# ---- i2c_stream_writer ----
**i2c_stream_writer: met2 routing**

Scale: 4 px per um.
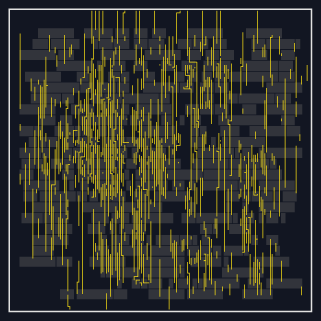

<file path="src/rtl/i2c_stream_writer.sv">
`default_nettype none
// ============================================================================
// Module : i2c_stream_writer
// Write-only I2C master: START, address+W, control byte, streamed data, STOP.
// Rev    : 1.0  initial release
// ============================================================================
module i2c_stream_writer #(
    parameter int         CLK_DIV   = 4,
    parameter logic [6:0] DEV_ADDR  = 7'h3D,
    parameter bit         CHECK_ACK = 1'b1
) (
    input  logic       clk,
    input  logic       rst,
    input  logic       start,
    input  logic [7:0] ctrl,
    input  logic [7:0] din,
    input  logic       din_valid,
    input  logic       din_last,
    output logic       din_ready,
    input  logic       sda_in,
    output logic       scl_oe,
    output logic       sda_oe,
    output logic       busy,
    output logic       done,
    output logic       nack
);

    localparam logic [15:0] c_DIV_LAST  = 16'(CLK_DIV - 1);
    localparam logic [7:0]  c_ADDR_BYTE = {DEV_ADDR, 1'b0};

    typedef enum logic [2:0] {
        S_IDLE  = 3'd0,
        S_START = 3'd1,
        S_ADDR  = 3'd2,
        S_CTRL  = 3'd3,
        S_DATA  = 3'd4,
        S_ACK   = 3'd5,
        S_WAIT  = 3'd6,
        S_STOP  = 3'd7
    } state_t;

    state_t      r_state;
    state_t      r_prev;
    logic [15:0] r_div;
    logic [1:0]  r_q;
    logic [2:0]  r_bit;
    logic [7:0]  r_shift;
    logic [7:0]  r_ctrl;
    logic        r_last;

    logic w_run;
    logic w_tick;

    assign w_run  = (r_state != S_IDLE) && (r_state != S_WAIT);
    assign w_tick = w_run && (r_div == c_DIV_LAST);

    always_ff @(posedge clk or posedge rst) begin
        if (rst) begin
            r_state   <= S_IDLE;
            r_prev    <= S_IDLE;
            r_div     <= 16'd0;
            r_q       <= 2'd0;
            r_bit     <= 3'd0;
            r_shift   <= 8'd0;
            r_ctrl    <= 8'd0;
            r_last    <= 1'b0;
            scl_oe    <= 1'b0;
            sda_oe    <= 1'b0;
            busy      <= 1'b0;
            done      <= 1'b0;
            nack      <= 1'b0;
            din_ready <= 1'b0;
        end else begin
            done      <= 1'b0;
            din_ready <= 1'b0;

            if (!w_run || w_tick)
                r_div <= 16'd0;
            else
                r_div <= r_div + 16'd1;

            case (r_state)
                S_IDLE: begin
                    scl_oe <= 1'b0;
                    sda_oe <= 1'b0;
                    r_q    <= 2'd0;
                    if (start) begin
                        r_ctrl  <= ctrl;
                        nack    <= 1'b0;
                        busy    <= 1'b1;
                        r_state <= S_START;
                    end
                end

                S_START: if (w_tick) begin
                    case (r_q)
                        2'd0: begin
                            sda_oe <= 1'b1;
                            r_q    <= 2'd1;
                        end
                        2'd1: begin
                            scl_oe <= 1'b1;
                            r_q    <= 2'd2;
                        end
                        default: begin
                            r_q     <= 2'd0;
                            r_bit   <= 3'd0;
                            r_shift <= c_ADDR_BYTE;
                            sda_oe  <= ~c_ADDR_BYTE[7];
                            r_state <= S_ADDR;
                        end
                    endcase
                end

                // Each quarter's line levels are registered on the tick that enters it.
                S_ADDR, S_CTRL, S_DATA: if (w_tick) begin
                    case (r_q)
                        2'd0: begin
                            scl_oe <= 1'b0;
                            r_q    <= 2'd1;
                        end
                        2'd1: r_q <= 2'd2;
                        2'd2: begin
                            scl_oe <= 1'b1;
                            r_q    <= 2'd3;
                        end
                        default: begin
                            r_q <= 2'd0;
                            if (r_bit == 3'd7) begin
                                r_bit   <= 3'd0;
                                sda_oe  <= 1'b0;
                                r_prev  <= r_state;
                                r_state <= S_ACK;
                            end else begin
                                r_bit   <= r_bit + 3'd1;
                                r_shift <= {r_shift[6:0], 1'b0};
                                sda_oe  <= ~r_shift[6];
                            end
                        end
                    endcase
                end

                S_ACK: if (w_tick) begin
                    case (r_q)
                        2'd0: begin
                            scl_oe <= 1'b0;
                            r_q    <= 2'd1;
                        end
                        2'd1: begin
                            if (CHECK_ACK && sda_in)
                                nack <= 1'b1;
                            r_q <= 2'd2;
                        end
                        2'd2: begin
                            scl_oe <= 1'b1;
                            r_q    <= 2'd3;
                        end
                        default: begin
                            r_q <= 2'd0;
                            // A NACK finishes its slot first so SDA only moves under SCL low.
                            if (nack || (r_prev == S_DATA && r_last)) begin
                                sda_oe  <= 1'b1;
                                r_state <= S_STOP;
                            end else if (r_prev == S_ADDR) begin
                                r_shift <= r_ctrl;
                                sda_oe  <= ~r_ctrl[7];
                                r_state <= S_CTRL;
                            end else if (din_valid) begin
                                din_ready <= 1'b1;
                                r_shift   <= din;
                                r_last    <= din_last;
                                sda_oe    <= ~din[7];
                                r_state   <= S_DATA;
                            end else begin
                                r_state <= S_WAIT;
                            end
                        end
                    endcase
                end

                S_WAIT: begin
                    if (din_valid) begin
                        din_ready <= 1'b1;
                        r_shift   <= din;
                        r_last    <= din_last;
                        sda_oe    <= ~din[7];
                        r_q       <= 2'd0;
                        r_state   <= S_DATA;
                    end
                end

                S_STOP: if (w_tick) begin
                    case (r_q)
                        2'd0: begin
                            scl_oe <= 1'b0;
                            r_q    <= 2'd1;
                        end
                        2'd1: begin
                            sda_oe <= 1'b0;
                            r_q    <= 2'd2;
                        end
                        default: begin
                            r_q     <= 2'd0;
                            done    <= 1'b1;
                            busy    <= 1'b0;
                            r_state <= S_IDLE;
                        end
                    endcase
                end

                default: r_state <= S_IDLE;
            endcase
        end
    end

endmodule
`default_nettype wire

</file>
<file path="config.mk">
export PLATFORM = sky130hd
export DESIGN_NAME = i2c_stream_writer
export DESIGN_NICKNAME = d
export VERILOG_FILES = /design/src/rtl/i2c_stream_writer.sv
export SDC_FILE = /design/constraint.sdc
export NUM_CORES = 1
export LEC_CHECK = 0
export CAP_MARGIN = 30
export CORE_MARGIN = 2
export CORE_UTILIZATION = 57
export DETAILED_ROUTE_END_ITERATION = 7
export PLACE_DENSITY = 0.76
export SYNTH_ARGS = -nofsm -noshare
export SYNTH_HDL_FRONTEND = slang
export SYNTH_SLANG_ARGS = --single-unit
</file>
<file path="constraint.sdc">
create_clock -name clk -period 2.35 [get_ports clk]
set_input_delay 0.3525 -clock clk [delete_from_list [all_inputs] [get_ports clk]]
set_output_delay 0.3525 -clock clk [all_outputs]
set_load 0.05 [all_outputs]
</file>
# ---- layer_buffer_flat ----
## config.mk

```make
export PLATFORM = sky130hd
export DESIGN_NAME = layer_buffer_flat
export DESIGN_NICKNAME = d
export VERILOG_FILES = /design/src/rtl/layer_buffer_pkg.sv /design/src/rtl/layer_buffer_if.sv /design/src/rtl/layer_buffer_relu_unit.sv /design/src/rtl/layer_buffer.sv /design/src/flat_wrapper.sv
export SDC_FILE = /design/constraint.sdc
export NUM_CORES = 1
export LEC_CHECK = 0
export CORE_MARGIN = 2
export CORE_UTILIZATION = 56
export CTS_CLUSTER_DIAMETER = 150
export DETAILED_ROUTE_END_ITERATION = 8
export PLACE_DENSITY = 0.8
export SETUP_SLACK_MARGIN = 0.02
export SLEW_MARGIN = 25
export SYNTH_ARGS = -nofsm -noshare
export SYNTH_HDL_FRONTEND = slang
export SYNTH_HIERARCHICAL = 1
export SYNTH_SLANG_ARGS = --single-unit
```

## constraint.sdc

```tcl
create_clock -name clk -period 3.9 [get_ports clk]
set_input_delay 0.585 -clock clk [delete_from_list [all_inputs] [get_ports clk]]
set_output_delay 0.585 -clock clk [all_outputs]
set_load 0.05 [all_outputs]
```

## src/rtl/layer_buffer_pkg.sv

```systemverilog
// Shared types and constants for the layer_buffer slice: stream FSM encoding,
// default geometry, and the helper that locates a lane inside the packed input bus.
package layer_buffer_pkg;

  localparam int DATA_WIDTH_DEF  = 32;
  localparam int DECIMAL_WIDTH   = 16;
  localparam int NUM_NEURONS_DEF = 16;

  typedef enum logic [0:0] {
    S_IDLE   = 1'b0,
    S_STREAM = 1'b1
  } stream_state_t;

  // Lane k occupies bits [k*width +: width] of the flattened per-layer bus.
  function automatic int lane_lsb(input int lane, input int width);
    return lane * width;
  endfunction

endpackage

```

## src/rtl/layer_buffer_if.sv

```systemverilog
// Upstream capture lanes and downstream burst signals of layer_buffer, with
// the block's own view (slave) and the driving environment's view (master).
interface layer_buffer_if #(
  parameter int DATA_WIDTH  = 32,
  parameter int NUM_NEURONS = 16
);
  logic [NUM_NEURONS-1:0]            i_valid;
  logic [NUM_NEURONS*DATA_WIDTH-1:0] din;
  logic                              o_valid;
  logic                              o_start;
  logic                              o_last;
  logic [DATA_WIDTH-1:0]             dout;
  logic                              busy;
  logic                              overrun;

  modport slave (
    input  i_valid, din,
    output o_valid, o_start, o_last, dout, busy, overrun
  );

  modport master (
    output i_valid, din,
    input  o_valid, o_start, o_last, dout, busy, overrun
  );
endinterface

```

## src/rtl/layer_buffer_relu_unit.sv

```systemverilog
// Combinational optional ReLU on one signed fixed-point word; width is preserved.
module relu_unit #(
  parameter int DATA_WIDTH = 32
) (
  input  logic                         i_en,
  input  logic signed [DATA_WIDTH-1:0] i_data,
  output logic signed [DATA_WIDTH-1:0] o_data
);

  function automatic logic signed [DATA_WIDTH-1:0] relu(input logic signed [DATA_WIDTH-1:0] x);
    return x[DATA_WIDTH-1] ? '0 : x;
  endfunction

  assign o_data = i_en ? relu(i_data) : i_data;

endmodule

```

## src/rtl/layer_buffer.sv

```systemverilog
// layer_buffer: captures one layer's per-lane results into ping-pong banks and
// replays each completed bank as a gap-free NUM_NEURONS-word burst.
module layer_buffer
  import layer_buffer_pkg::*;
#(
  parameter int DATA_WIDTH  = DATA_WIDTH_DEF,
  parameter int NUM_NEURONS = NUM_NEURONS_DEF,
  parameter int RELU_EN     = 1
) (
  input  logic          clk,
  input  logic          rst_n,
  layer_buffer_if.slave bus
);

  localparam int             IW       = (NUM_NEURONS > 1) ? $clog2(NUM_NEURONS) : 1;
  localparam logic [IW-1:0]  LAST_IDX = IW'(NUM_NEURONS - 1);

  logic [DATA_WIDTH-1:0]        r_bank [2][NUM_NEURONS];
  logic [1:0]                   r_full;
  logic                         r_cb;
  logic [NUM_NEURONS-1:0]       r_mask;
  logic                         r_overrun;

  stream_state_t                r_state;
  logic                         r_rb;
  logic [IW-1:0]                r_idx;
  logic                         r_valid;
  logic                         r_start;
  logic                         r_last;
  logic [DATA_WIDTH-1:0]        r_dout;

  logic signed [DATA_WIDTH-1:0] w_relu [NUM_NEURONS];
  logic [NUM_NEURONS-1:0]       w_acc;
  logic [NUM_NEURONS-1:0]       w_mask_set;
  logic                         w_drop;
  logic                         w_done;
  logic                         w_clr;
  logic                         w_other_free;
  logic [1:0]                   w_full_nxt;

  stream_state_t                w_state_nxt;
  logic                         w_rb_nxt;
  logic [IW-1:0]                w_idx_nxt;
  logic                         w_emit;
  logic                         w_valid_nxt;
  logic                         w_start_nxt;
  logic                         w_last_nxt;
  logic [DATA_WIDTH-1:0]        w_dout_nxt;

  for (genvar k = 0; k < NUM_NEURONS; k++) begin : g_lane
    relu_unit #(.DATA_WIDTH(DATA_WIDTH)) u_relu (
      .i_en  (RELU_EN != 0),
      .i_data(bus.din[lane_lsb(k, DATA_WIDTH) +: DATA_WIDTH]),
      .o_data(w_relu[k])
    );
  end

  assign w_acc        = bus.i_valid & ~r_mask;
  assign w_drop       = |(bus.i_valid & r_mask);
  assign w_mask_set   = r_mask | w_acc;
  assign w_done       = &w_mask_set;
  assign w_clr        = (r_state == S_STREAM) && (r_idx == LAST_IDX);
  // The other bank counts as free if the stream releases it on this very edge.
  assign w_other_free = !r_full[~r_cb] || (w_clr && (r_rb != r_cb));

  always_comb begin
    w_full_nxt = r_full;
    if (w_clr)  w_full_nxt[r_rb] = 1'b0;
    if (w_done) w_full_nxt[r_cb] = 1'b1;
  end

  // Capture stage: lane masks, bank ownership and drop reporting.
  always_ff @(posedge clk) begin
    if (!rst_n) begin
      r_full    <= '0;
      r_cb      <= 1'b0;
      r_mask    <= '0;
      r_overrun <= 1'b0;
    end else begin
      r_full    <= w_full_nxt;
      r_overrun <= w_drop;
      // A completed capture with no free partner keeps its mask saturated,
      // which turns every further lane pulse into an overrun.
      if (w_done && w_other_free) begin
        r_cb   <= ~r_cb;
        r_mask <= '0;
      end else begin
        r_mask <= w_mask_set;
      end
    end
  end

  always_ff @(posedge clk) begin
    for (int k = 0; k < NUM_NEURONS; k++) begin
      if (w_acc[k]) r_bank[r_cb][k] <= w_relu[k];
    end
  end

  // Stream stage: state register and registered burst outputs.
  always_ff @(posedge clk) begin
    if (!rst_n) begin
      r_state <= S_IDLE;
      r_rb    <= 1'b0;
      r_idx   <= '0;
      r_valid <= 1'b0;
      r_start <= 1'b0;
      r_last  <= 1'b0;
      r_dout  <= '0;
    end else begin
      r_state <= w_state_nxt;
      r_rb    <= w_rb_nxt;
      r_idx   <= w_idx_nxt;
      r_valid <= w_valid_nxt;
      r_start <= w_start_nxt;
      r_last  <= w_last_nxt;
      r_dout  <= w_dout_nxt;
    end
  end

  always_comb begin
    w_state_nxt = r_state;
    w_rb_nxt    = r_rb;
    w_idx_nxt   = r_idx;
    w_emit      = 1'b0;
    unique case (r_state)
      S_IDLE: begin
        if (|r_full) begin
          w_state_nxt = S_STREAM;
          w_rb_nxt    = (&r_full) ? ~r_cb : r_full[1];
          w_idx_nxt   = '0;
          w_emit      = 1'b1;
        end
      end
      S_STREAM: begin
        if (r_idx == LAST_IDX) begin
          if (r_full[~r_rb]) begin
            w_rb_nxt  = ~r_rb;
            w_idx_nxt = '0;
            w_emit    = 1'b1;
          end else begin
            w_state_nxt = S_IDLE;
          end
        end else begin
          w_idx_nxt = r_idx + IW'(1);
          w_emit    = 1'b1;
        end
      end
      default: w_state_nxt = S_IDLE;
    endcase
  end

  always_comb begin
    w_valid_nxt = w_emit;
    w_start_nxt = w_emit && (w_idx_nxt == '0);
    w_last_nxt  = w_emit && (w_idx_nxt == LAST_IDX);
    w_dout_nxt  = '0;
    if (w_emit) w_dout_nxt = r_bank[w_rb_nxt][w_idx_nxt];
  end

  assign bus.o_valid = r_valid;
  assign bus.o_start = r_start;
  assign bus.o_last  = r_last;
  assign bus.dout    = r_dout;
  assign bus.busy    = (|r_full) || (|r_mask);
  assign bus.overrun = r_overrun;

endmodule

```

## src/flat_wrapper.sv

```systemverilog
// flat-port wrapper written by rule: the top's interface ports become plain ports
module layer_buffer_flat import layer_buffer_pkg::*;
#(
  parameter int DATA_WIDTH  = DATA_WIDTH_DEF,
  parameter int NUM_NEURONS = NUM_NEURONS_DEF,
  parameter int RELU_EN     = 1
)
  (clk, rst_n, bus_i_valid, bus_din, bus_o_valid, bus_o_start, bus_o_last, bus_dout, bus_busy, bus_overrun);
  layer_buffer_if #(.DATA_WIDTH(DATA_WIDTH), .NUM_NEURONS(NUM_NEURONS)) bus_i ();
  input  logic clk;
  input  logic rst_n;
  input wire logic [$bits(bus_i.i_valid)-1:0] bus_i_valid;
  input wire logic [$bits(bus_i.din)-1:0] bus_din;
  output wire logic [$bits(bus_i.o_valid)-1:0] bus_o_valid;
  output wire logic [$bits(bus_i.o_start)-1:0] bus_o_start;
  output wire logic [$bits(bus_i.o_last)-1:0] bus_o_last;
  output wire logic [$bits(bus_i.dout)-1:0] bus_dout;
  output wire logic [$bits(bus_i.busy)-1:0] bus_busy;
  output wire logic [$bits(bus_i.overrun)-1:0] bus_overrun;
  assign bus_i.i_valid = bus_i_valid;
  assign bus_i.din = bus_din;
  assign bus_o_valid = bus_i.o_valid;
  assign bus_o_start = bus_i.o_start;
  assign bus_o_last = bus_i.o_last;
  assign bus_dout = bus_i.dout;
  assign bus_busy = bus_i.busy;
  assign bus_overrun = bus_i.overrun;
  layer_buffer #(.DATA_WIDTH(DATA_WIDTH), .NUM_NEURONS(NUM_NEURONS), .RELU_EN(RELU_EN)) u_core (.clk(clk), .rst_n(rst_n), .bus(bus_i));
endmodule
```


## Gallery

Gate families picked out.
(a)
Scale: 1.5 px per um.
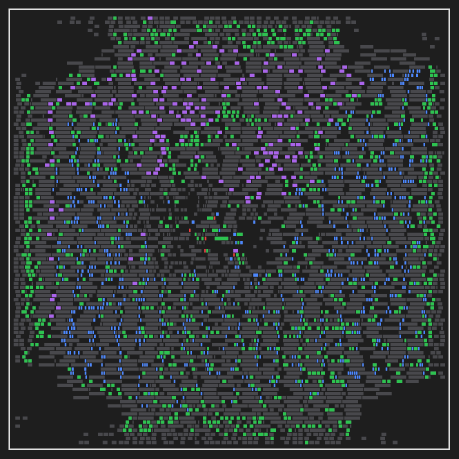
(b)
Scale: 6 px per um.
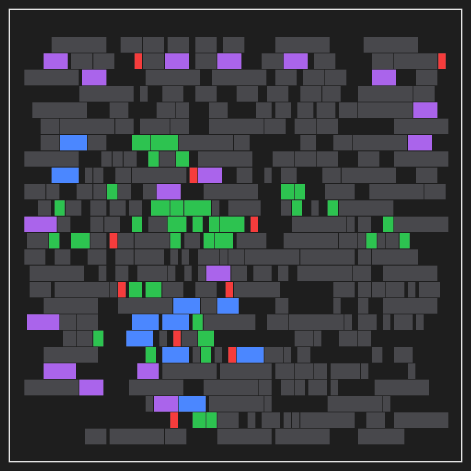
- (a) = layer_buffer_flat
- (b) = i2c_stream_writer

**i2c_stream_writer: congestion heat map**

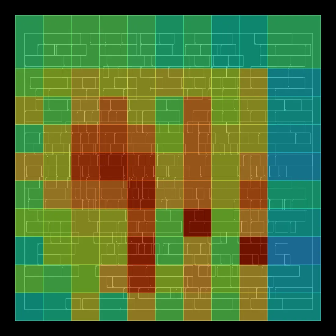
fin util: 69.8%
GR met1 Demand/Resource: 33.2%
met3 GRT Util: 4.82%

## Picture notes: 'met2 routing' of i2c_stream_writer
wire length on this layer: 2850 um
nets with wire on the layer: 276
met2 Use GR: 35.7%
DR vias: 2236

==> notes.md, i2c_stream_writer <==
run results: Setup crit end r_state[1], Die ar. approximately 5600 sq um, worst setup path start r_bit[0], dpl cell area 3270 sq um, post-route cell area about 3400 sq um, Dominant comb cell AND-OR/OR-AND gates, Async SR Flop Fraction 100%, flop2flop setup slack about 0.21 ns, critical path peak fanout 8, number of global-route vias before repair between 2000 and 2500, R2R Path End r_state[1], P_leak between 1 and 1.5 nW, clk slew on worst S/H paths about 0.080 ns, CP max stage delay approximately 0.38 ns, TritonCTS Buffers 5, status completed, most instantiated logic cells after routing dfrtp_1, clkdlybuf4s50_1, nor2_1, nand2_1, a21oi_1, Buf+Inv Stages, Crit Path 0, largest net degree at the start of global routing approximately 50, final non-filler cell total 368, critical path class reg2reg, Seq cells post-synth just under 50, Tool Warnings 31, VDD IR max 316 uV, area delta synth->final 16.4%, Dominant flop cell dfrtp_1, Top cells by area dfrtp_1, mux2_2, ha_1, a221o_1, a22o_1, synth unique cells 58
## i2c_stream_writer: cell type report
class | instances | area (sq um) | area share [%]
clock buffer | 7 | 86.3 | 2.57
inverter | 10 | 37.5 | 1.12
multi-input combinational | 198 | 1570 | 46.7
sequential | 49 | 1230 | 36.5
tap | 67 | 83.8 | 2.49
timing repair buffer | 37 | 358 | 10.6
## i2c_stream_writer: state kept, by name, summed over array words and instances, names as in the netlist
name	cells
sda_oe	1
r_shift	7
r_last	1
busy	1
din_ready	1
r_div	16
nack	1
r_state	3
r_q	2
scl_oe	1
done	1
r_prev	3
r_bit	3
r_ctrl	8
## i2c_stream_writer: per-layer routing
layer	global-route usage, %	up-vias	part of all wire, %	wire, um
met5	0	-	0	0
met4	8.97	0	2.1	132
met3	4.82	19	5.2	324
met2	35.7	64	46	2850
met1	33.2	1079	47	2890
li1	-	1074	-	-
## i2c_stream_writer: power by group
part | switching [mW] | leakage [nW] | internal (mW) | total [mW]
sequential | 0.00531 | 0.633 | 0.850 | 0.855
clock | 0.256 | 0.0443 | 0.234 | 0.490
combinational | 0.0304 | 0.785 | 0.0429 | 0.0733
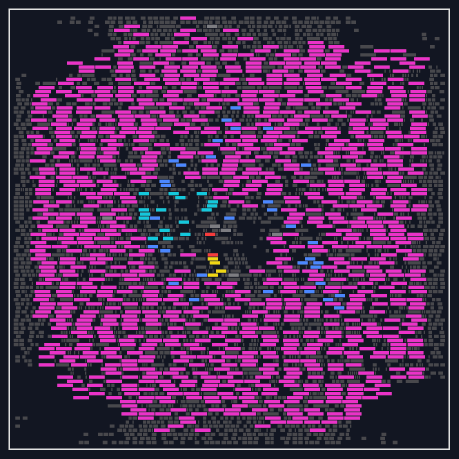
**Above:** layer_buffer_flat (register map, names as in the netlist).
Scale: 1.5 px per um. Other sequential cells in the stronger gray, the rest of the logic in the fainter gray.
[blue] `u_core/bus.dout` | placed flops: 32 | where: middle
[magenta] `u_core/r_bank` | placed flops: 1024 | where: spread over the die
[yellow] `u_core/r_idx` | placed flops: 4 | where: middle
[red] `u_core/r_full` | placed flops: 2
[cyan] `u_core/r_mask` | placed flops: 16
sequential fraction of total cell area: 55.9%
Power Sequential: 13.3 mW
sequential cell area: 32000 sq um
fin util: 69.5%

==> notes.md, layer_buffer_flat <==
run results: hold path startpoint bus_din[127], Die Height 292 um, commonest non-fill, non-tap cell in the layout edfxtp_1, Flop pwr share between 50% and 60%, Yosys Warn Count 6, Core Box Area 82200 sq um, final worst setup slack approximately 0.12 ns, status completed, DRC 0, Max Buffers Root-to-Sink 3, P_leak 20.9 nW, setup total negative slack 0 ns, fin crit period around 3.8 ns, Crit Reg-Reg Startpoint u_core/r_idx[0], worst hold slack about 0.59 ns, VDD IR max 408 uV, Crit path required time roughly 4.4 ns, Inverters excl. clock 5, critical path class reg2reg, Die ar. about 86000 sq um, port bufs around 570, critical-path cell list ha_1 -> and3_1 -> and2_1 -> a311oi_4 -> buf_12 -> a311oi_1 -> nor4_1 -> a211oi_1, CP arrival roughly 4.3 ns
## layer_buffer_flat: cell families (layout without fill, tap and decap cells)
| group | count (synthesis) | in the layout | share of synthesized area (%) |
|---|---|---|---|
| flip-flops | 1084 | 1084 | 68.6 |
| AND/OR/NAND/NOR | 904 | 904 | 8.52 |
| multiplexers | 194 | 194 | 4.17 |
| AND-OR/OR-AND | 938 | 938 | 15.2 |
| other | 1 | 90 | 0.00805 |
| buffers and inverters | 287 | 901 | 3.52 |
| adder cells (fa/ha/maj) | 1 | 1 | 0.0269 |
## layer_buffer_flat: layer usage
layer / global-route usage, % / vias to the layer above / part of all wire, %
met5: 0 / - / 0.092
met3: 6.87 / 406 / 11
met4: 19.5 / 24 / 6.3
met2: 56.9 / 2503 / 48
met1: 43.4 / 16100 / 34
li1: - / 14200 / -
## layer_buffer_flat: power groups by stage
stage / logic [mW] / registers [mW] / clock network [mW]
after global placement: 1.72 / 13.5 / 0
after CTS: 1.76 / 13.3 / 10.3
after global routing: 1.90 / 13.3 / 10.8
after detailed placement: 1.75 / 13.5 / 0
final: 1.82 / 13.3 / 10.3
after floorplan: 0.794 / 13.5 / 0

# ---- lif_tdm_scheduler ----
**lif_tdm_scheduler: zoomed window**

Region (43, 69) to (83, 109) um. Cells in gray, sequential cells in the stronger gray; small squares are vias.
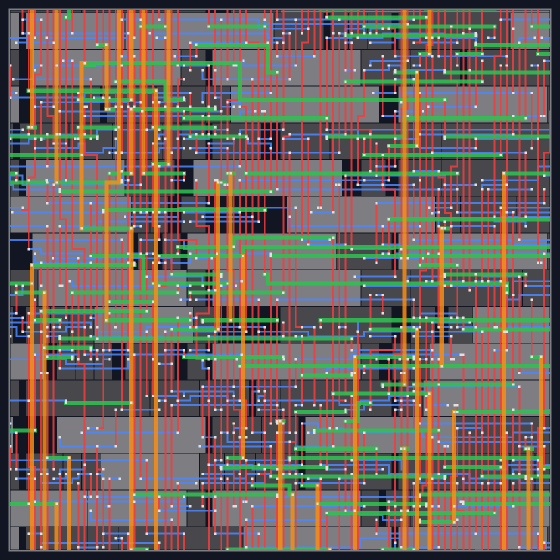

**src/rtl/lif_pkg.sv**
```systemverilog
// Shared types and constants for the leaky integrate-and-fire neuron blocks.
package lif_pkg;

  typedef enum logic [1:0] {
    ST_IDLE = 2'd0,
    ST_RUN  = 2'd1,
    ST_DONE = 2'd2
  } lif_state_e;

  localparam int THRESH_RST_DEF = 230;

  // Leak is s*(1/2 + 1/4 + 1/8), built from three right shifts.
  localparam int LEAK_SH1 = 1;
  localparam int LEAK_SH2 = 2;
  localparam int LEAK_SH3 = 3;

endpackage

```
**src/rtl/lif_update.sv**
```systemverilog
// Combinational leak-and-fire update for one neuron; shared by the standalone
// neuron and the time-multiplexed scheduler.
module lif_update
  import lif_pkg::*;
#(
  parameter int WIDTH = 8
) (
  input  logic [WIDTH-1:0] s,
  input  logic [WIDTH-1:0] c,
  input  logic [WIDTH-1:0] threshold,
  output logic [WIDTH-1:0] next_s,
  output logic             fire
);

  localparam logic [WIDTH+1:0] SAT_MAX = {2'b00, {WIDTH{1'b1}}};

  logic [WIDTH+1:0] sum_s;

  // Fire on the pre-update state; otherwise integrate with a saturating leak sum.
  always_comb begin
    fire   = 1'b0;
    next_s = {WIDTH{1'b0}};
    sum_s  = {2'b00, c} + {2'b00, (s >> LEAK_SH1)} + {2'b00, (s >> LEAK_SH2)}
           + {2'b00, (s >> LEAK_SH3)};
    if (s >= threshold) begin
      fire   = 1'b1;
      next_s = {WIDTH{1'b0}};
    end else if (sum_s > SAT_MAX) begin
      next_s = {WIDTH{1'b1}};
    end else begin
      next_s = sum_s[WIDTH-1:0];
    end
  end

endmodule

```
**src/rtl/lif_tdm_scheduler.sv**
```systemverilog
// Sweeps one shared LIF update datapath across N_NEURONS membrane registers
// per timestep and presents the resulting spike vector on a valid/ready port.
module lif_tdm_scheduler
  import lif_pkg::*;
#(
  parameter int N_NEURONS  = 8,
  parameter int WIDTH      = 8,
  parameter int THRESH_RST = THRESH_RST_DEF,
  parameter int IDX_W      = $clog2(N_NEURONS)
) (
  input  logic                       clk,
  input  logic                       rst_n,
  input  logic                       step_valid,
  output logic                       step_ready,
  input  logic [N_NEURONS*WIDTH-1:0] currents,
  output logic                       spikes_valid,
  input  logic                       spikes_ready,
  output logic [N_NEURONS-1:0]       spikes,
  input  logic                       thr_wr_en,
  input  logic [WIDTH-1:0]           thr_wr_data,
  output logic [WIDTH-1:0]           threshold,
  input  logic [IDX_W-1:0]           rd_idx,
  output logic [WIDTH-1:0]           rd_state,
  output logic [15:0]                step_count
);

  localparam logic [IDX_W-1:0] LAST_IDX = IDX_W'(N_NEURONS - 1);
  localparam logic [WIDTH-1:0] THR_INIT = WIDTH'(THRESH_RST);

  lif_state_e                 state_r;
  logic [IDX_W-1:0]           idx_r;
  logic [WIDTH-1:0]           mem_r [N_NEURONS];
  logic [N_NEURONS*WIDTH-1:0] cur_r;
  logic [N_NEURONS-1:0]       spikes_r;
  logic [WIDTH-1:0]           threshold_r;
  logic [15:0]                step_count_r;
  logic                       step_ready_r;
  logic                       spikes_valid_r;

  logic [WIDTH-1:0]           cur_sel_s;
  logic [WIDTH-1:0]           state_sel_s;
  logic [WIDTH-1:0]           next_state_s;
  logic                       fire_s;

  assign cur_sel_s   = cur_r[idx_r*WIDTH +: WIDTH];
  assign state_sel_s = mem_r[idx_r];

  lif_update #(
    .WIDTH(WIDTH)
  ) u_update (
    .s        (state_sel_s),
    .c        (cur_sel_s),
    .threshold(threshold_r),
    .next_s   (next_state_s),
    .fire     (fire_s)
  );

  // Timestep FSM, membrane register file and all registered outputs.
  always_ff @(posedge clk) begin
    if (!rst_n) begin
      state_r        <= ST_IDLE;
      idx_r          <= {IDX_W{1'b0}};
      for (int i = 0; i < N_NEURONS; i++) begin
        mem_r[i] <= {WIDTH{1'b0}};
      end
      cur_r          <= {(N_NEURONS*WIDTH){1'b0}};
      spikes_r       <= {N_NEURONS{1'b0}};
      threshold_r    <= THR_INIT;
      step_count_r   <= 16'd0;
      step_ready_r   <= 1'b1;
      spikes_valid_r <= 1'b0;
    end else begin
      case (state_r)
        ST_IDLE: begin
          if (thr_wr_en) begin
            threshold_r <= thr_wr_data;
          end
          if (step_valid) begin
            cur_r        <= currents;
            spikes_r     <= {N_NEURONS{1'b0}};
            idx_r        <= {IDX_W{1'b0}};
            state_r      <= ST_RUN;
            step_ready_r <= 1'b0;
          end
        end
        ST_RUN: begin
          mem_r[idx_r] <= next_state_s;
          if (fire_s) begin
            spikes_r[idx_r] <= 1'b1;
          end
          if (idx_r == LAST_IDX) begin
            state_r        <= ST_DONE;
            spikes_valid_r <= 1'b1;
          end else begin
            idx_r <= idx_r + IDX_W'(1);
          end
        end
        ST_DONE: begin
          if (spikes_ready) begin
            step_count_r   <= step_count_r + 16'd1;
            state_r        <= ST_IDLE;
            spikes_valid_r <= 1'b0;
            step_ready_r   <= 1'b1;
          end
        end
        default: begin
          state_r        <= ST_IDLE;
          step_ready_r   <= 1'b1;
          spikes_valid_r <= 1'b0;
        end
      endcase
    end
  end

  assign step_ready   = step_ready_r;
  assign spikes_valid = spikes_valid_r;
  assign spikes       = spikes_r;
  assign threshold    = threshold_r;
  assign step_count   = step_count_r;
  assign rd_state     = mem_r[rd_idx];

endmodule
```
**config.mk**
```make
export PLATFORM = sky130hd
export DESIGN_NAME = lif_tdm_scheduler
export DESIGN_NICKNAME = d
export VERILOG_FILES = /design/src/rtl/lif_pkg.sv /design/src/rtl/lif_update.sv /design/src/rtl/lif_tdm_scheduler.sv
export SDC_FILE = /design/constraint.sdc
export NUM_CORES = 1
export LEC_CHECK = 0
export CAP_MARGIN = 20
export CORE_MARGIN = 2
export CORE_UTILIZATION = 60
export DETAILED_ROUTE_END_ITERATION = 16
export GPL_TIMING_DRIVEN = 0
export HOLD_SLACK_MARGIN = 0.06
export PLACE_DENSITY = 0.95
export SLEW_MARGIN = 30
export SYNTH_ARGS = -nofsm -noshare
export SYNTH_HDL_FRONTEND = slang
export SYNTH_SLANG_ARGS = --single-unit
```
**constraint.sdc**
```tcl
create_clock -name clk -period 9.2 [get_ports clk]
set_input_delay 0.92 -clock clk [delete_from_list [all_inputs] [get_ports clk]]
set_output_delay 0.92 -clock clk [all_outputs]
set_load 0.005 [all_outputs]
```
# ---- adpcm_mc_decoder ----
`src/rtl/adpcm_mc_decoder.sv`:
```
// Multi-channel Dialogic/OKI 4-bit ADPCM decoder: one nibble per 4 clocks, per-channel state.
// Optional per-channel clear ports are enabled by defining ADPCM_CH_CLEAR_EN.
module adpcm_mc_decoder #(
    parameter int unsigned CHANNELS = 2,
    parameter int unsigned CH_W     = 4,
    parameter int unsigned OUT_W    = 12
) (
    input  logic                    clock,
    input  logic                    reset,
    input  logic                    in_valid,
    output logic                    in_ready,
    input  logic [CH_W-1:0]         in_ch,
    input  logic [3:0]              in_code,
`ifdef ADPCM_CH_CLEAR_EN
    input  logic                    clr_valid,
    input  logic [CH_W-1:0]         clr_ch,
`endif
    output logic                    out_valid,
    output logic [CH_W-1:0]         out_ch,
    output logic signed [OUT_W-1:0] sample
);

    // State arrays span the full select range; slots at or above CHANNELS are never written.
    localparam int unsigned Slots = 2 ** CH_W;
    localparam logic [CH_W:0] ChLimit = (CH_W + 1)'(CHANNELS);

    localparam logic [10:0] StepTab [49] = '{
        11'd16,   11'd17,   11'd19,   11'd21,   11'd23,   11'd25,   11'd28,   11'd31,
        11'd34,   11'd37,   11'd41,   11'd45,   11'd50,   11'd55,   11'd60,   11'd66,
        11'd73,   11'd80,   11'd88,   11'd97,   11'd107,  11'd118,  11'd130,  11'd143,
        11'd157,  11'd173,  11'd190,  11'd209,  11'd230,  11'd253,  11'd279,  11'd307,
        11'd337,  11'd371,  11'd408,  11'd449,  11'd494,  11'd544,  11'd598,  11'd658,
        11'd724,  11'd796,  11'd876,  11'd963,  11'd1060, 11'd1166, 11'd1282, 11'd1411,
        11'd1552
    };

    typedef enum logic [1:0] {StIdle, StLook, StDiff, StUpd} state_e;

    state_e                  state_q, state_d;
    logic [CH_W-1:0]         ch_q;
    logic [3:0]              code_q;
    logic [10:0]             ss_q;
    logic [11:0]             d_q;
    logic signed [11:0]      x_q   [Slots];
    logic [5:0]              idx_q [Slots];

    logic                    ch_ok;
    logic [11:0]             d_calc;
    logic signed [11:0]      x_cur;
    logic signed [13:0]      x_sum;
    logic signed [11:0]      x_new;
    logic signed [7:0]       idx_sum;
    logic [5:0]              idx_new;

    function automatic logic signed [4:0] delta(input logic [2:0] mag);
        case (mag)
            3'd4:    return 5'sd2;
            3'd5:    return 5'sd4;
            3'd6:    return 5'sd6;
            3'd7:    return 5'sd8;
            default: return -5'sd1;
        endcase
    endfunction

    assign ch_ok = {1'b0, ch_q} < ChLimit;

    always_comb begin
        state_d  = state_q;
        in_ready = (state_q == StIdle);
        unique case (state_q)
            StIdle: if (in_valid) state_d = StLook;
            StLook: state_d = StDiff;
            StDiff: state_d = StUpd;
            StUpd:  state_d = StIdle;
            default: state_d = StIdle;
        endcase
    end

    always_comb begin
        d_calc = (code_q[2] ? 12'(ss_q)      : 12'd0)
               + (code_q[1] ? 12'(ss_q >> 1) : 12'd0)
               + (code_q[0] ? 12'(ss_q >> 2) : 12'd0)
               + 12'(ss_q >> 3);

        // 14 bits so that X + d (up to 2047 + 2910) cannot wrap before the clamp.
        x_cur = x_q[ch_q];
        x_sum = code_q[3] ? 14'(x_cur) - $signed({2'b00, d_q})
                          : 14'(x_cur) + $signed({2'b00, d_q});
        if (x_sum > 14'sd2047)       x_new = 12'sd2047;
        else if (x_sum < -14'sd2048) x_new = -12'sd2048;
        else                         x_new = x_sum[11:0];

        idx_sum = $signed({2'b00, idx_q[ch_q]}) + 8'(delta(code_q[2:0]));
        if (idx_sum < 8'sd0)       idx_new = 6'd0;
        else if (idx_sum > 8'sd48) idx_new = 6'd48;
        else                       idx_new = idx_sum[5:0];
    end

    always_ff @(posedge clock) begin
        if (reset) begin
            state_q   <= StIdle;
            ch_q      <= '0;
            code_q    <= '0;
            ss_q      <= '0;
            d_q       <= '0;
            out_valid <= 1'b0;
            out_ch    <= '0;
            sample    <= '0;
            for (int i = 0; i < Slots; i++) begin
                x_q[i]   <= '0;
                idx_q[i] <= '0;
            end
        end else begin
            state_q   <= state_d;
            out_valid <= 1'b0;
            unique case (state_q)
                StIdle: if (in_valid) begin
                    ch_q   <= in_ch;
                    code_q <= in_code;
                end
                StLook: ss_q <= StepTab[idx_q[ch_q]];
                StDiff: d_q  <= d_calc;
                StUpd: if (ch_ok) begin
                    x_q[ch_q]   <= x_new;
                    idx_q[ch_q] <= idx_new;
                    out_valid   <= 1'b1;
                    out_ch      <= ch_q;
                    sample      <= OUT_W'(x_new) <<< (OUT_W - 12);
                end
                default: ;
            endcase
`ifdef ADPCM_CH_CLEAR_EN
            // Placed last so a clear wins over a same-cycle update of that channel.
            if (clr_valid && ({1'b0, clr_ch} < ChLimit)) begin
                x_q[clr_ch]   <= '0;
                idx_q[clr_ch] <= '0;
            end
`endif
        end
    end

endmodule

```
`config.mk`:
```
export PLATFORM = sky130hd
export DESIGN_NAME = adpcm_mc_decoder
export DESIGN_NICKNAME = d
export VERILOG_FILES = /design/src/rtl/adpcm_mc_decoder.sv
export SDC_FILE = /design/constraint.sdc
export NUM_CORES = 1
export LEC_CHECK = 0
export CAP_MARGIN = 20
export CORE_ASPECT_RATIO = 1.75
export CORE_MARGIN = 8
export CORE_UTILIZATION = 40
export DETAILED_ROUTE_END_ITERATION = 6
export HOLD_SLACK_MARGIN = 0.12
export PLACE_DENSITY_LB_ADDON = 0.12
export SLEW_MARGIN = 30
export SYNTH_ARGS = -nofsm -noshare
export SYNTH_HDL_FRONTEND = slang
export SYNTH_SLANG_ARGS = --single-unit
```
`constraint.sdc`:
```
create_clock -name clock -period 6.36 [get_ports clock]
set_clock_uncertainty 0.2 [all_clocks]
set_input_delay 0.954 -clock clock [delete_from_list [all_inputs] [get_ports clock]]
set_output_delay 0.954 -clock clock [all_outputs]
set_load 0.02 [all_outputs]
```
# ---- fb_writer ----
`config.mk`:
```
export PLATFORM = sky130hd
export DESIGN_NAME = fb_writer
export DESIGN_NICKNAME = d
export VERILOG_FILES = /design/src/rtl/fb_writer.sv
export SDC_FILE = /design/constraint.sdc
export NUM_CORES = 1
export LEC_CHECK = 0
export CAP_MARGIN = 20
export CORE_UTILIZATION = 37
export DETAILED_ROUTE_END_ITERATION = 6
export MAX_ROUTING_LAYER = met4
export PLACE_DENSITY = 0.76
export SETUP_SLACK_MARGIN = 0.15
export SKIP_CTS_REPAIR_TIMING = 1
export SYNTH_ARGS = -nofsm -noshare
export SYNTH_HDL_FRONTEND = slang
export SYNTH_SLANG_ARGS = --single-unit
```
`constraint.sdc`:
```
create_clock -name i_clk -period 2.2 [get_ports i_clk]
set_clock_uncertainty 0.05 [all_clocks]
set_input_delay 0.33 -clock i_clk [delete_from_list [all_inputs] [get_ports i_clk]]
set_output_delay 0.33 -clock i_clk [all_outputs]
set_load 0.02 [all_outputs]
```
`src/rtl/fb_writer.sv`:
```
// ---------------------------------------------------------------------------
// fb_writer -- raster pixel stream to split-panel frame buffer writer
//
// Takes a valid/ready stream of 24-bit RGB pixels in raster order and turns
// it into write strobes for two RAMs. RAM0 holds the upper 32 panel rows and
// RAM1 holds the lower 32 rows. A 12-bit pixel counter walks the whole
// 64x64 frame. Its MSB selects the RAM, and its low 11 bits form the
// in-RAM address.
//
// Ports
//   i_clk          system clock, rising edge
//   i_reset_n      asynchronous active-low reset
//   i_valid        pixel beat valid
//   o_ready        writer can accept a beat (low in reset and in DONE)
//   i_data[23:0]   pixel {R,G,B}
//   i_sof          start of frame, marks pixel (0,0)
//   o_we0          write strobe, upper-half RAM
//   o_we1          write strobe, lower-half RAM
//   o_waddr[11:0]  {bank, x + (y mod 32)*64}
//   o_wdata[23:0]  pixel data to RAM
//   o_frame_done   one-cycle pulse with the strobe of the last frame pixel
//   o_sync_err     one-cycle pulse when i_sof arrives inside a frame
//   o_rd_bank      bank the display reader shall use
//
// Build option
//   FB_DOUBLE_BUFFER_EN  when defined, a write-bank register drives
//                        o_waddr[11]. The write bank and o_rd_bank flip
//                        together on each frame completion. When the macro is
//                        undefined, both are tied to 0 (single buffer).
// ---------------------------------------------------------------------------
module fb_writer #(
  parameter int HORIZONTAL_LENGTH = 64,
  parameter int VERTICAL_LENGTH   = 64
) (
  input  logic        i_clk,
  input  logic        i_reset_n,
  input  logic        i_valid,
  output logic        o_ready,
  input  logic [23:0] i_data,
  input  logic        i_sof,
  output logic        o_we0,
  output logic        o_we1,
  output logic [11:0] o_waddr,
  output logic [23:0] o_wdata,
  output logic        o_frame_done,
  output logic        o_sync_err,
  output logic        o_rd_bank
);

  localparam int          DATA_W   = 24;
  localparam int          CNT_W    = 12;
  localparam logic [11:0] LAST_PIX = 12'(HORIZONTAL_LENGTH * VERTICAL_LENGTH - 1);

  typedef enum logic [1:0] {
    S_IDLE  = 2'd0,
    S_WRITE = 2'd1,
    S_DONE  = 2'd2
  } state_t;

  state_t              r_state;
  logic [CNT_W-1:0]    r_cnt;
  logic                r_ready;
  logic                r_we0;
  logic                r_we1;
  logic [11:0]         r_waddr;
  logic [DATA_W-1:0]   r_wdata;
  logic                r_frame_done;
  logic                r_sync_err;
  logic                r_wbank;
  logic                r_rd_bank;

  logic                w_accept;
  logic                w_last;
  logic                w_bank;

  assign w_accept = i_valid & r_ready;
  assign w_last   = (r_cnt == LAST_PIX);

`ifdef FB_DOUBLE_BUFFER_EN
  assign w_bank = r_wbank;
`else
  assign w_bank = 1'b0;
`endif

  always_ff @(posedge i_clk or negedge i_reset_n) begin
    if (!i_reset_n) begin
      r_state      <= S_IDLE;
      r_cnt        <= '0;
      r_ready      <= 1'b0;
      r_we0        <= 1'b0;
      r_we1        <= 1'b0;
      r_waddr      <= '0;
      r_wdata      <= '0;
      r_frame_done <= 1'b0;
      r_sync_err   <= 1'b0;
      r_wbank      <= 1'b0;
      r_rd_bank    <= 1'b0;
    end else begin
      // Strobes and pulses default low so that a cycle without an accepted
      // beat never writes.
      r_we0        <= 1'b0;
      r_we1        <= 1'b0;
      r_frame_done <= 1'b0;
      r_sync_err   <= 1'b0;

      case (r_state)
        S_IDLE: begin
          // Ready comes up on the first clock after reset release.
          r_ready <= 1'b1;
          // Beats without i_sof are consumed and dropped while waiting for
          // the start of a frame.
          if (w_accept && i_sof) begin
            r_we0   <= 1'b1;
            r_waddr <= {w_bank, 11'd0};
            r_wdata <= i_data;
            r_cnt   <= 12'd1;
            r_state <= S_WRITE;
          end
        end

        S_WRITE: begin
          r_ready <= 1'b1;
          if (w_accept) begin
            r_wdata <= i_data;
            if (i_sof) begin
              // An i_sof inside a frame restarts the frame. This takes
              // precedence over the last-pixel check, so an i_sof at
              // position 4095 is a resync and not a frame end.
              r_sync_err <= 1'b1;
              r_we0      <= 1'b1;
              r_waddr    <= {w_bank, 11'd0};
              r_cnt      <= 12'd1;
            end else begin
              r_we0   <= ~r_cnt[11];
              r_we1   <= r_cnt[11];
              r_waddr <= {w_bank, r_cnt[10:0]};
              if (w_last) begin
                // Drop ready during the DONE cycle. The counter is
                // cleared there.
                r_frame_done <= 1'b1;
                r_ready      <= 1'b0;
                r_state      <= S_DONE;
              end else begin
                r_cnt <= r_cnt + 12'd1;
              end
            end
          end
        end

        S_DONE: begin
          r_ready <= 1'b1;
          r_cnt   <= '0;
          r_state <= S_IDLE;
`ifdef FB_DOUBLE_BUFFER_EN
          // Swap buffers once the frame is complete. The next frame goes to
          // the other bank.
          r_wbank   <= ~r_wbank;
          r_rd_bank <= ~r_rd_bank;
`endif
        end

        default: begin
          r_ready <= 1'b0;
          r_cnt   <= '0;
          r_state <= S_IDLE;
        end
      endcase
    end
  end

  assign o_ready      = r_ready;
  assign o_we0        = r_we0;
  assign o_we1        = r_we1;
  assign o_waddr      = r_waddr;
  assign o_wdata      = r_wdata;
  assign o_frame_done = r_frame_done;
  assign o_sync_err   = r_sync_err;

`ifdef FB_DOUBLE_BUFFER_EN
  assign o_rd_bank = r_rd_bank;
`else
  assign o_rd_bank = 1'b0;
`endif

endmodule
```

## Gallery

Register map, names as in the netlist.
Plate I
Scale: 6 px per um. Other sequential cells in the stronger gray, the rest of the logic in the fainter gray.
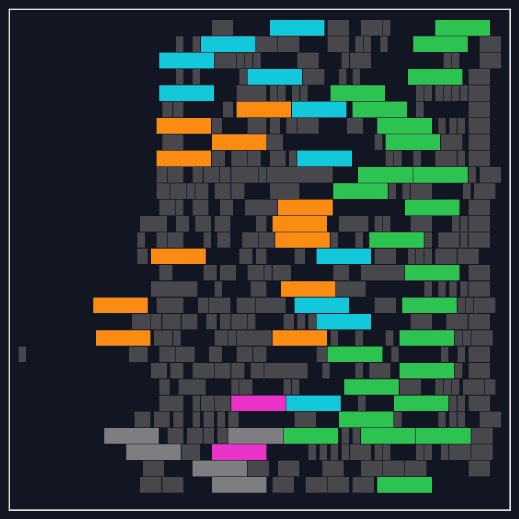
Plate II
Scale: 4 px per um. Other sequential cells in the stronger gray, the rest of the logic in the fainter gray.
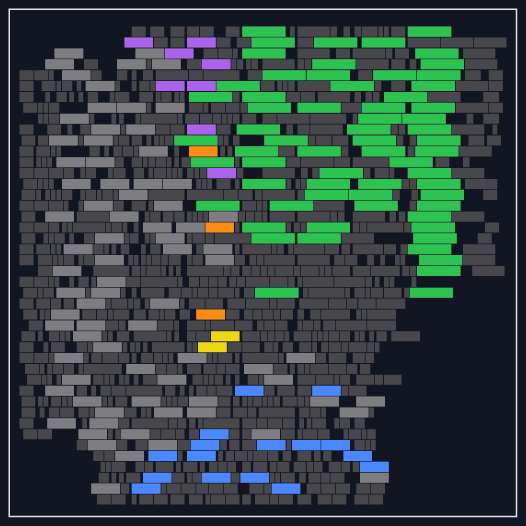
Plate III
Scale: 2 px per um. Other sequential cells in the stronger gray, the rest of the logic in the fainter gray.
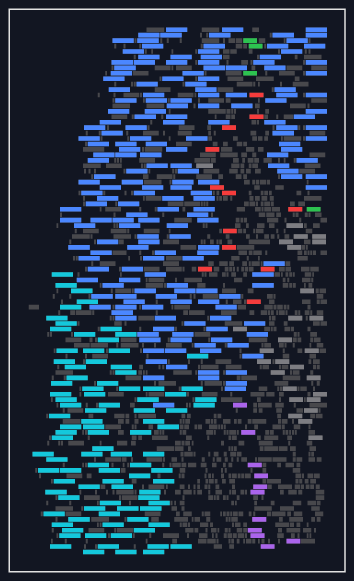
Of these, fewest sequential cells: Plate I
Of these, smallest die: Plate I
Plate III is adpcm_mc_decoder.
Plate II is lif_tdm_scheduler.
Plate I is fb_writer.

**adpcm_mc_decoder: met2 routing**

Scale: 1 px per um.
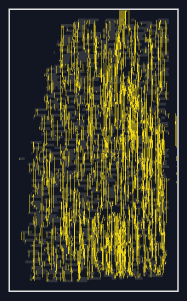
main direction: vertical
share of all routed wire: 54%
longest straight run: 77.0 um
wire length on this layer: 18000 um
met2 Use GR: 27.7%
DR vias: 9166
final WL: 33200 um

==> notes.md, adpcm_mc_decoder <==
run results: status completed, Placement Setup Slack 1.43 ns, Fin. Hold Viols 0, flop2flop setup slack around 1.5 ns, commonest non-fill, non-tap cell in the layout edfxtp_1, area delta synth->final 18.1%, Dominant flop cell edfxtp_1, Synth area leader edfxtp_1, Setup crit end x_q[1][3], P_leak 7.08 nW, drt wl/cell roughly 18 um, Power Sequential 2.84 mW, Max Buffers Root-to-Sink 3, worst-case reg-to-reg path depth 11, Final period util between 70% and 80%, initial antenna violation count 0, placed cells 1817, synth unique cells around 73, GRT overflow 0, critical path class reg2reg, FP Rows 97, dpl cell area ~18000 sq um, total track usage approximately 15%, CTS hold repair buffers 0, hold path startpoint out_ch[0], layout cells sized above 1 13.2%, power share of the clock group between 20% and 30%
==> adpcm_mc_decoder: layer usage <==
metal | up-vias | GRT usage [%] | part of all wire [%]
met5 | - | 0 | 0
met4 | 0 | 6.04 | 3.5
met3 | 67 | 2.23 | 3.2
met2 | 129 | 27.7 | 54
met1 | 4528 | 15.8 | 39
li1 | 4442 | - | -
==> adpcm_mc_decoder: critical path, delay by kind of cell, from the launching register on <==
kind | cells | cell delay [ns]
flops | 1 | 0.61
compound gates | 4 | 1.29
buf+inv | 1 | 0.27
fa+ha+maj | 1 | 0.26
simple gates | 3 | 0.91
mux | 2 | 1.03
==> adpcm_mc_decoder: final cells by class <==
class	instances	area, sq um
multi-input combinational	898	6810
clock inverter	18	176
sequential	342	9740
antenna	1	2.50
fill	3514	20800
timing repair buffer	52	494
tap	495	619
inverter	30	113
clock buffer	43	937
==> adpcm_mc_decoder: state kept, by name, summed over array words and instances (netlist names), 2 cells and up, named ones only <==
signal   cells
d_q         12
idx_q       96
ss_q        11
sample      12
ch_q         4
code_q       4
state_q      2
x_q        192
out_ch       4
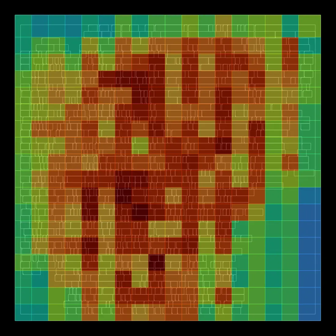
**Above:** lif_tdm_scheduler (congestion heat map).
fin util: 75.4%
GR met1 Demand/Resource: 40.3%
met3 GRT Util: 8.06%
drt wl/cell: 22.7 um

About 'zoomed window' of lif_tdm_scheduler:
[blue] metal 1
[orange] metal 4
[red] metal 2
[green] metal 3
netlist names of flops here include: `mem_r` (22), `spikes` (3), `idx_r` (2)
sequential cells in the window: 29
most frequent: edfxtp_1 (22), nor3_1 (16), nand2_1 (14)
cells with their middle in the window: 116

==> notes.md, lif_tdm_scheduler <==
run results: Clock H-tree levels 4, hold path startpoint cur_r[39], met2 wire length about 13000 um, final non-filler cell total 1193, Dominant flop cell dfxtp_1, Synth Seq Share ~45%, area taken by multi-input logic gates about 4600 sq um, first-pass GRT wire length roughly 43000 um, Combinational Power Share around 30%, max-cap check violation count 0, Crit path required time roughly 9.4 ns, status completed, Post-synth top cells nand2_1, dfxtp_1, a21boi_0, GRT overflow 0, root buf cell clkbuf_16, largest net degree at the start of global routing 19, crit end category flip-flop, most instantiated logic cells after routing nand2_1, clkdlybuf4s50_1, dfxtp_1, a21boi_0, edfxtp_1, met2 Use GR about 57%, critical-path cell list clkbuf_1 -> buf_2 -> mux4_2 -> mux2i_1 -> inv_1 -> ha_1 -> nor2b_1 -> o31ai_1 -> nand2_1 -> fa_1 -> inv_1 -> ha_1 -> o21a_1 -> a211oi_1 -> nor2_1 -> nand4_2 -> a31oi_4 -> nor3_1, CP max-delay cell mux4_2, EDFF count, synth approximately 64, Yosys Instances roughly 860, Initial Util between 60% and 70%, Buf+Inv Stages, Crit Path 4, Yosys Warn Count 0, Yosys top cell by instances nand2_1, DR top layer met4, Max-area cell class logic gates, IO Count ~120, CTS tree built, final worst setup slack 2.48 ns, Gate Count Post-Synth 859, CP arrival 6.88 ns, Layout clock area frac under 10%, DPL Wire Length about 18000 um, logic share of the area around two fifths, CTS hold repair buffers 0, Seq cells post-synth approximately 170, power share of the clock group between 30 and 40%, # Taps about 180, worst-case reg-to-reg path depth 18, FP Rows ~44, fin crit period between 6 and 7 ns, area delta synth->final 22.2%, clkbuf count 18, Skew-Pair Late Insertion Delay 0.44 ns, Tool Warnings 26, setup total negative slack 0 ns
## lif_tdm_scheduler: cell families after synthesis
family	synth area share (%)
multiplexers	13.1
flip-flops	44.9
adder cells (fa/ha/maj)	5.03
buffers and inverters	3.75
AND-OR/OR-AND	14.9
AND/OR/NAND/NOR	16.7
XOR/XNOR	1.65
## lif_tdm_scheduler: how the worst max path moves through the flow
stage	depth (start not counted)	slack, ns	end	from
5_1_grt	18	2.11	mem_r[0][3]	flip-flop
3_5_place_dp	18	2.63	mem_r[2][4]	flip-flop
6_report	18	2.48	mem_r[2][3]	flip-flop
2_1_floorplan	18	3.90	mem_r[7][0]	flip-flop
3_3_place_gp	18	3.07	mem_r[3][0]	flip-flop
4_1_cts	18	2.52	mem_r[2][4]	flip-flop
## lif_tdm_scheduler: power by group through the flow
| stage | combinational, mW | sequential [mW] | clock [mW] |
|---|---|---|---|
| 4_1_cts | 0.638 | 0.838 | 0.707 |
| 2_1_floorplan | 0.434 | 0.845 | 0 |
| 6_report | 0.660 | 0.840 | 0.714 |
| 3_5_place_dp | 0.617 | 0.855 | 0 |
| 5_1_grt | 0.698 | 0.842 | 0.737 |
| 3_3_place_gp | 0.583 | 0.851 | 0 |
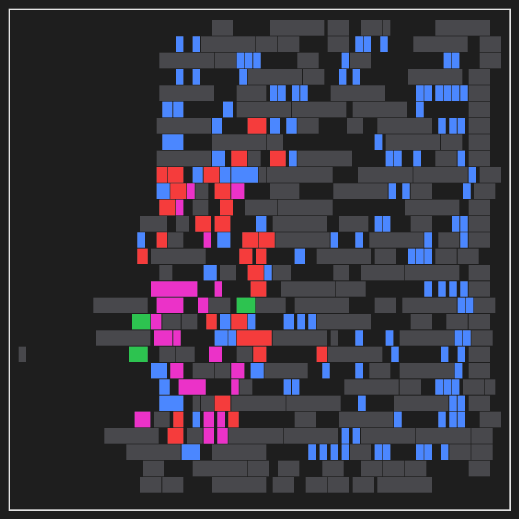
**Above:** fb_writer (gate families picked out).
Scale: 6 px per um.
[red] inverting AOI/OAI gates | cells: 29
[magenta] NOR gates | cells: 21
[blue] NAND gates | cells: 121
[green] AND-OR and OR-AND gates | cells: 3

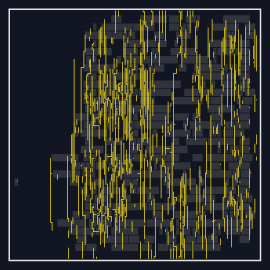
**Above:** fb_writer (met2 routing).
Scale: 3 px per um.
main direction: vertical
share of all routed wire: 49%
met2 Use GR: 28.8%
DR vias: 2102
final WL: 5590 um

==> notes.md, fb_writer <==
run results: P_sw about 0.7 mW, Yosys Chip Area 2440 sq um, worst rel slew slack between 50 and 60%, Yosys top cell by instances nand2_1, met2 wire length ~2700 um, Flop pwr share 48.7%, DPL Wire Length 4070 um, final worst setup slack approximately 0.25 ns, Max Buffers Root-to-Sink 2, VDD IR max about 340 uV, P_int ~1.7 mW, # Taps slightly below 80, Area leader share 55.4%, Clock H-tree levels 2, crit end category flip-flop, Total Nets Final ~360, critical path peak fanout 11, met3 WL 291 um, Dominant flop cell dfrtp_1, final non-filler cell total around 400, clk slew on worst S/H paths around 0.09 ns, n_diodes 0, total track usage roughly 17%, GRT overflow 0, area delta synth->final 37.6%, commonest non-fill, non-tap cell in the layout nand2_1, number of global-route vias before repair 2043, EDFF count, synth 0, status completed, Tool Warnings 26, fin util about 53%, P_clk around 0.65 mW, FILL cells 542, root buf cell clkbuf_8, largest net degree at the start of global routing 34
==> fb_writer: worst max-delay path, delay by kind of cell, from the launching register on <==
family / cells / cell delay (ns)
simple gates: 2 / 0.70
flops: 1 / 0.50
mux: 1 / 0.32
compound gates: 1 / 0.28
==> fb_writer: worst max-delay path by stage <==
stage | cells after the start | to | slack (ns)
after floorplan | 5 | r_cnt[0] | 0.41
after global placement | 5 | r_cnt[0] | 0.005
after detailed placement | 5 | r_cnt[0] | -0.03
after CTS | 5 | r_cnt[7] | 0.19
after global routing | 4 | r_cnt[0] | 0.16
final | 4 | r_cnt[0] | 0.25
==> fb_writer: logic make-up (layout without fill, tap and decap cells) <==
| group | count (synthesis) | in the layout | share of synthesized area, % |
|---|---|---|---|
| and+or+nand+nor | 152 | 152 | 29.4 |
| DFF | 54 | 54 | 55.4 |
| AOI/OAI and AO/OA | 32 | 32 | 9.43 |
| buffers and inverters | 21 | 91 | 4.51 |
| adders and majority gates | 1 | 1 | 0.512 |
| other | 1 | 2 | 0.154 |
| muxes | 1 | 1 | 0.615 |


==> screenshots <==
Zoomed window.
panel A
Region (22, 38) to (62, 78) um. Cells in gray, sequential cells in the stronger gray; small squares are vias.
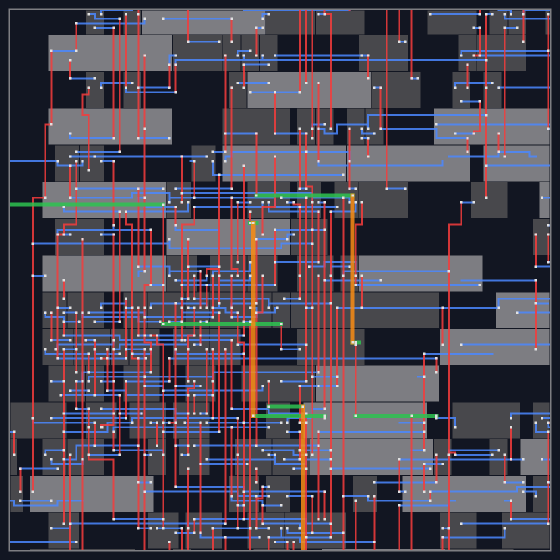
panel B
Region (64, 176) to (104, 216) um. Cells in gray, sequential cells in the stronger gray; small squares are vias.
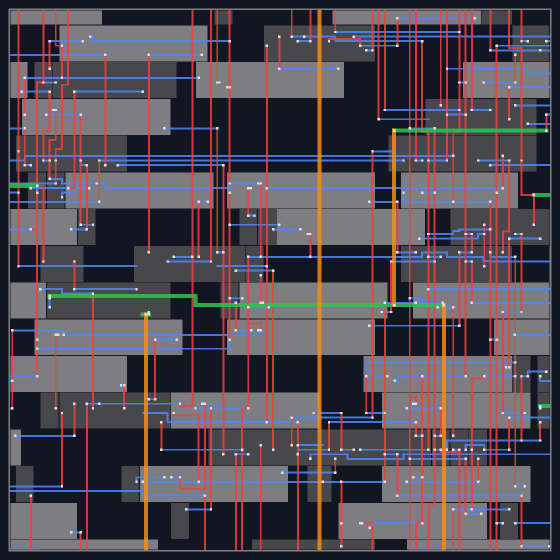
panel C
Region (18, 33) to (58, 73) um. Cells in gray, sequential cells in the stronger gray; small squares are vias.
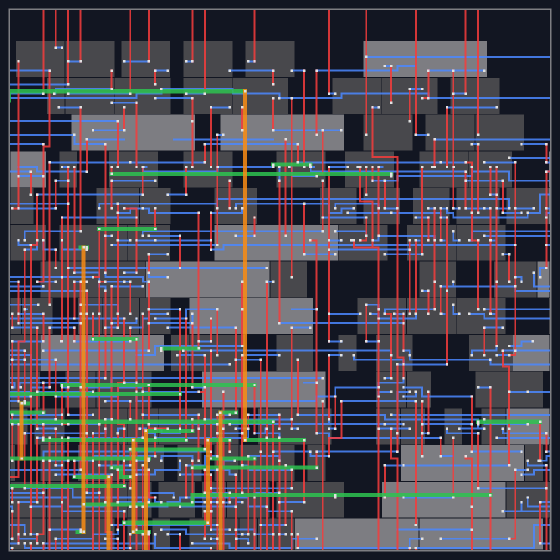
panel D
Region (126, 185) to (166, 225) um. Cells in gray, sequential cells in the stronger gray; small squares are vias.
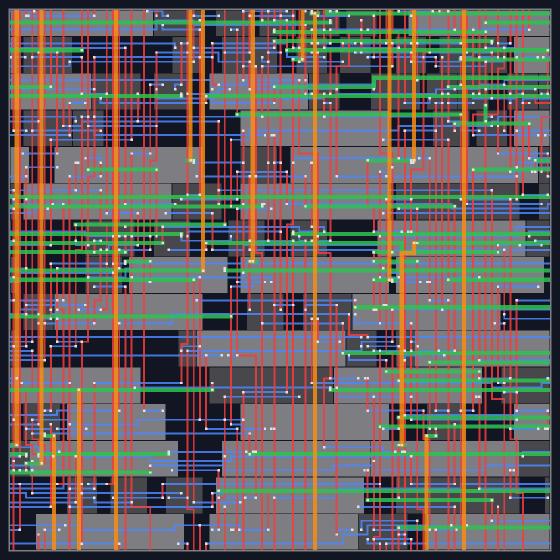
Panel B comes from adpcm_mc_decoder.
Panel C comes from i2c_stream_writer.
Panel D comes from layer_buffer_flat.
Panel A comes from fb_writer.

Power is estimated from default activity; no workload was simulated.
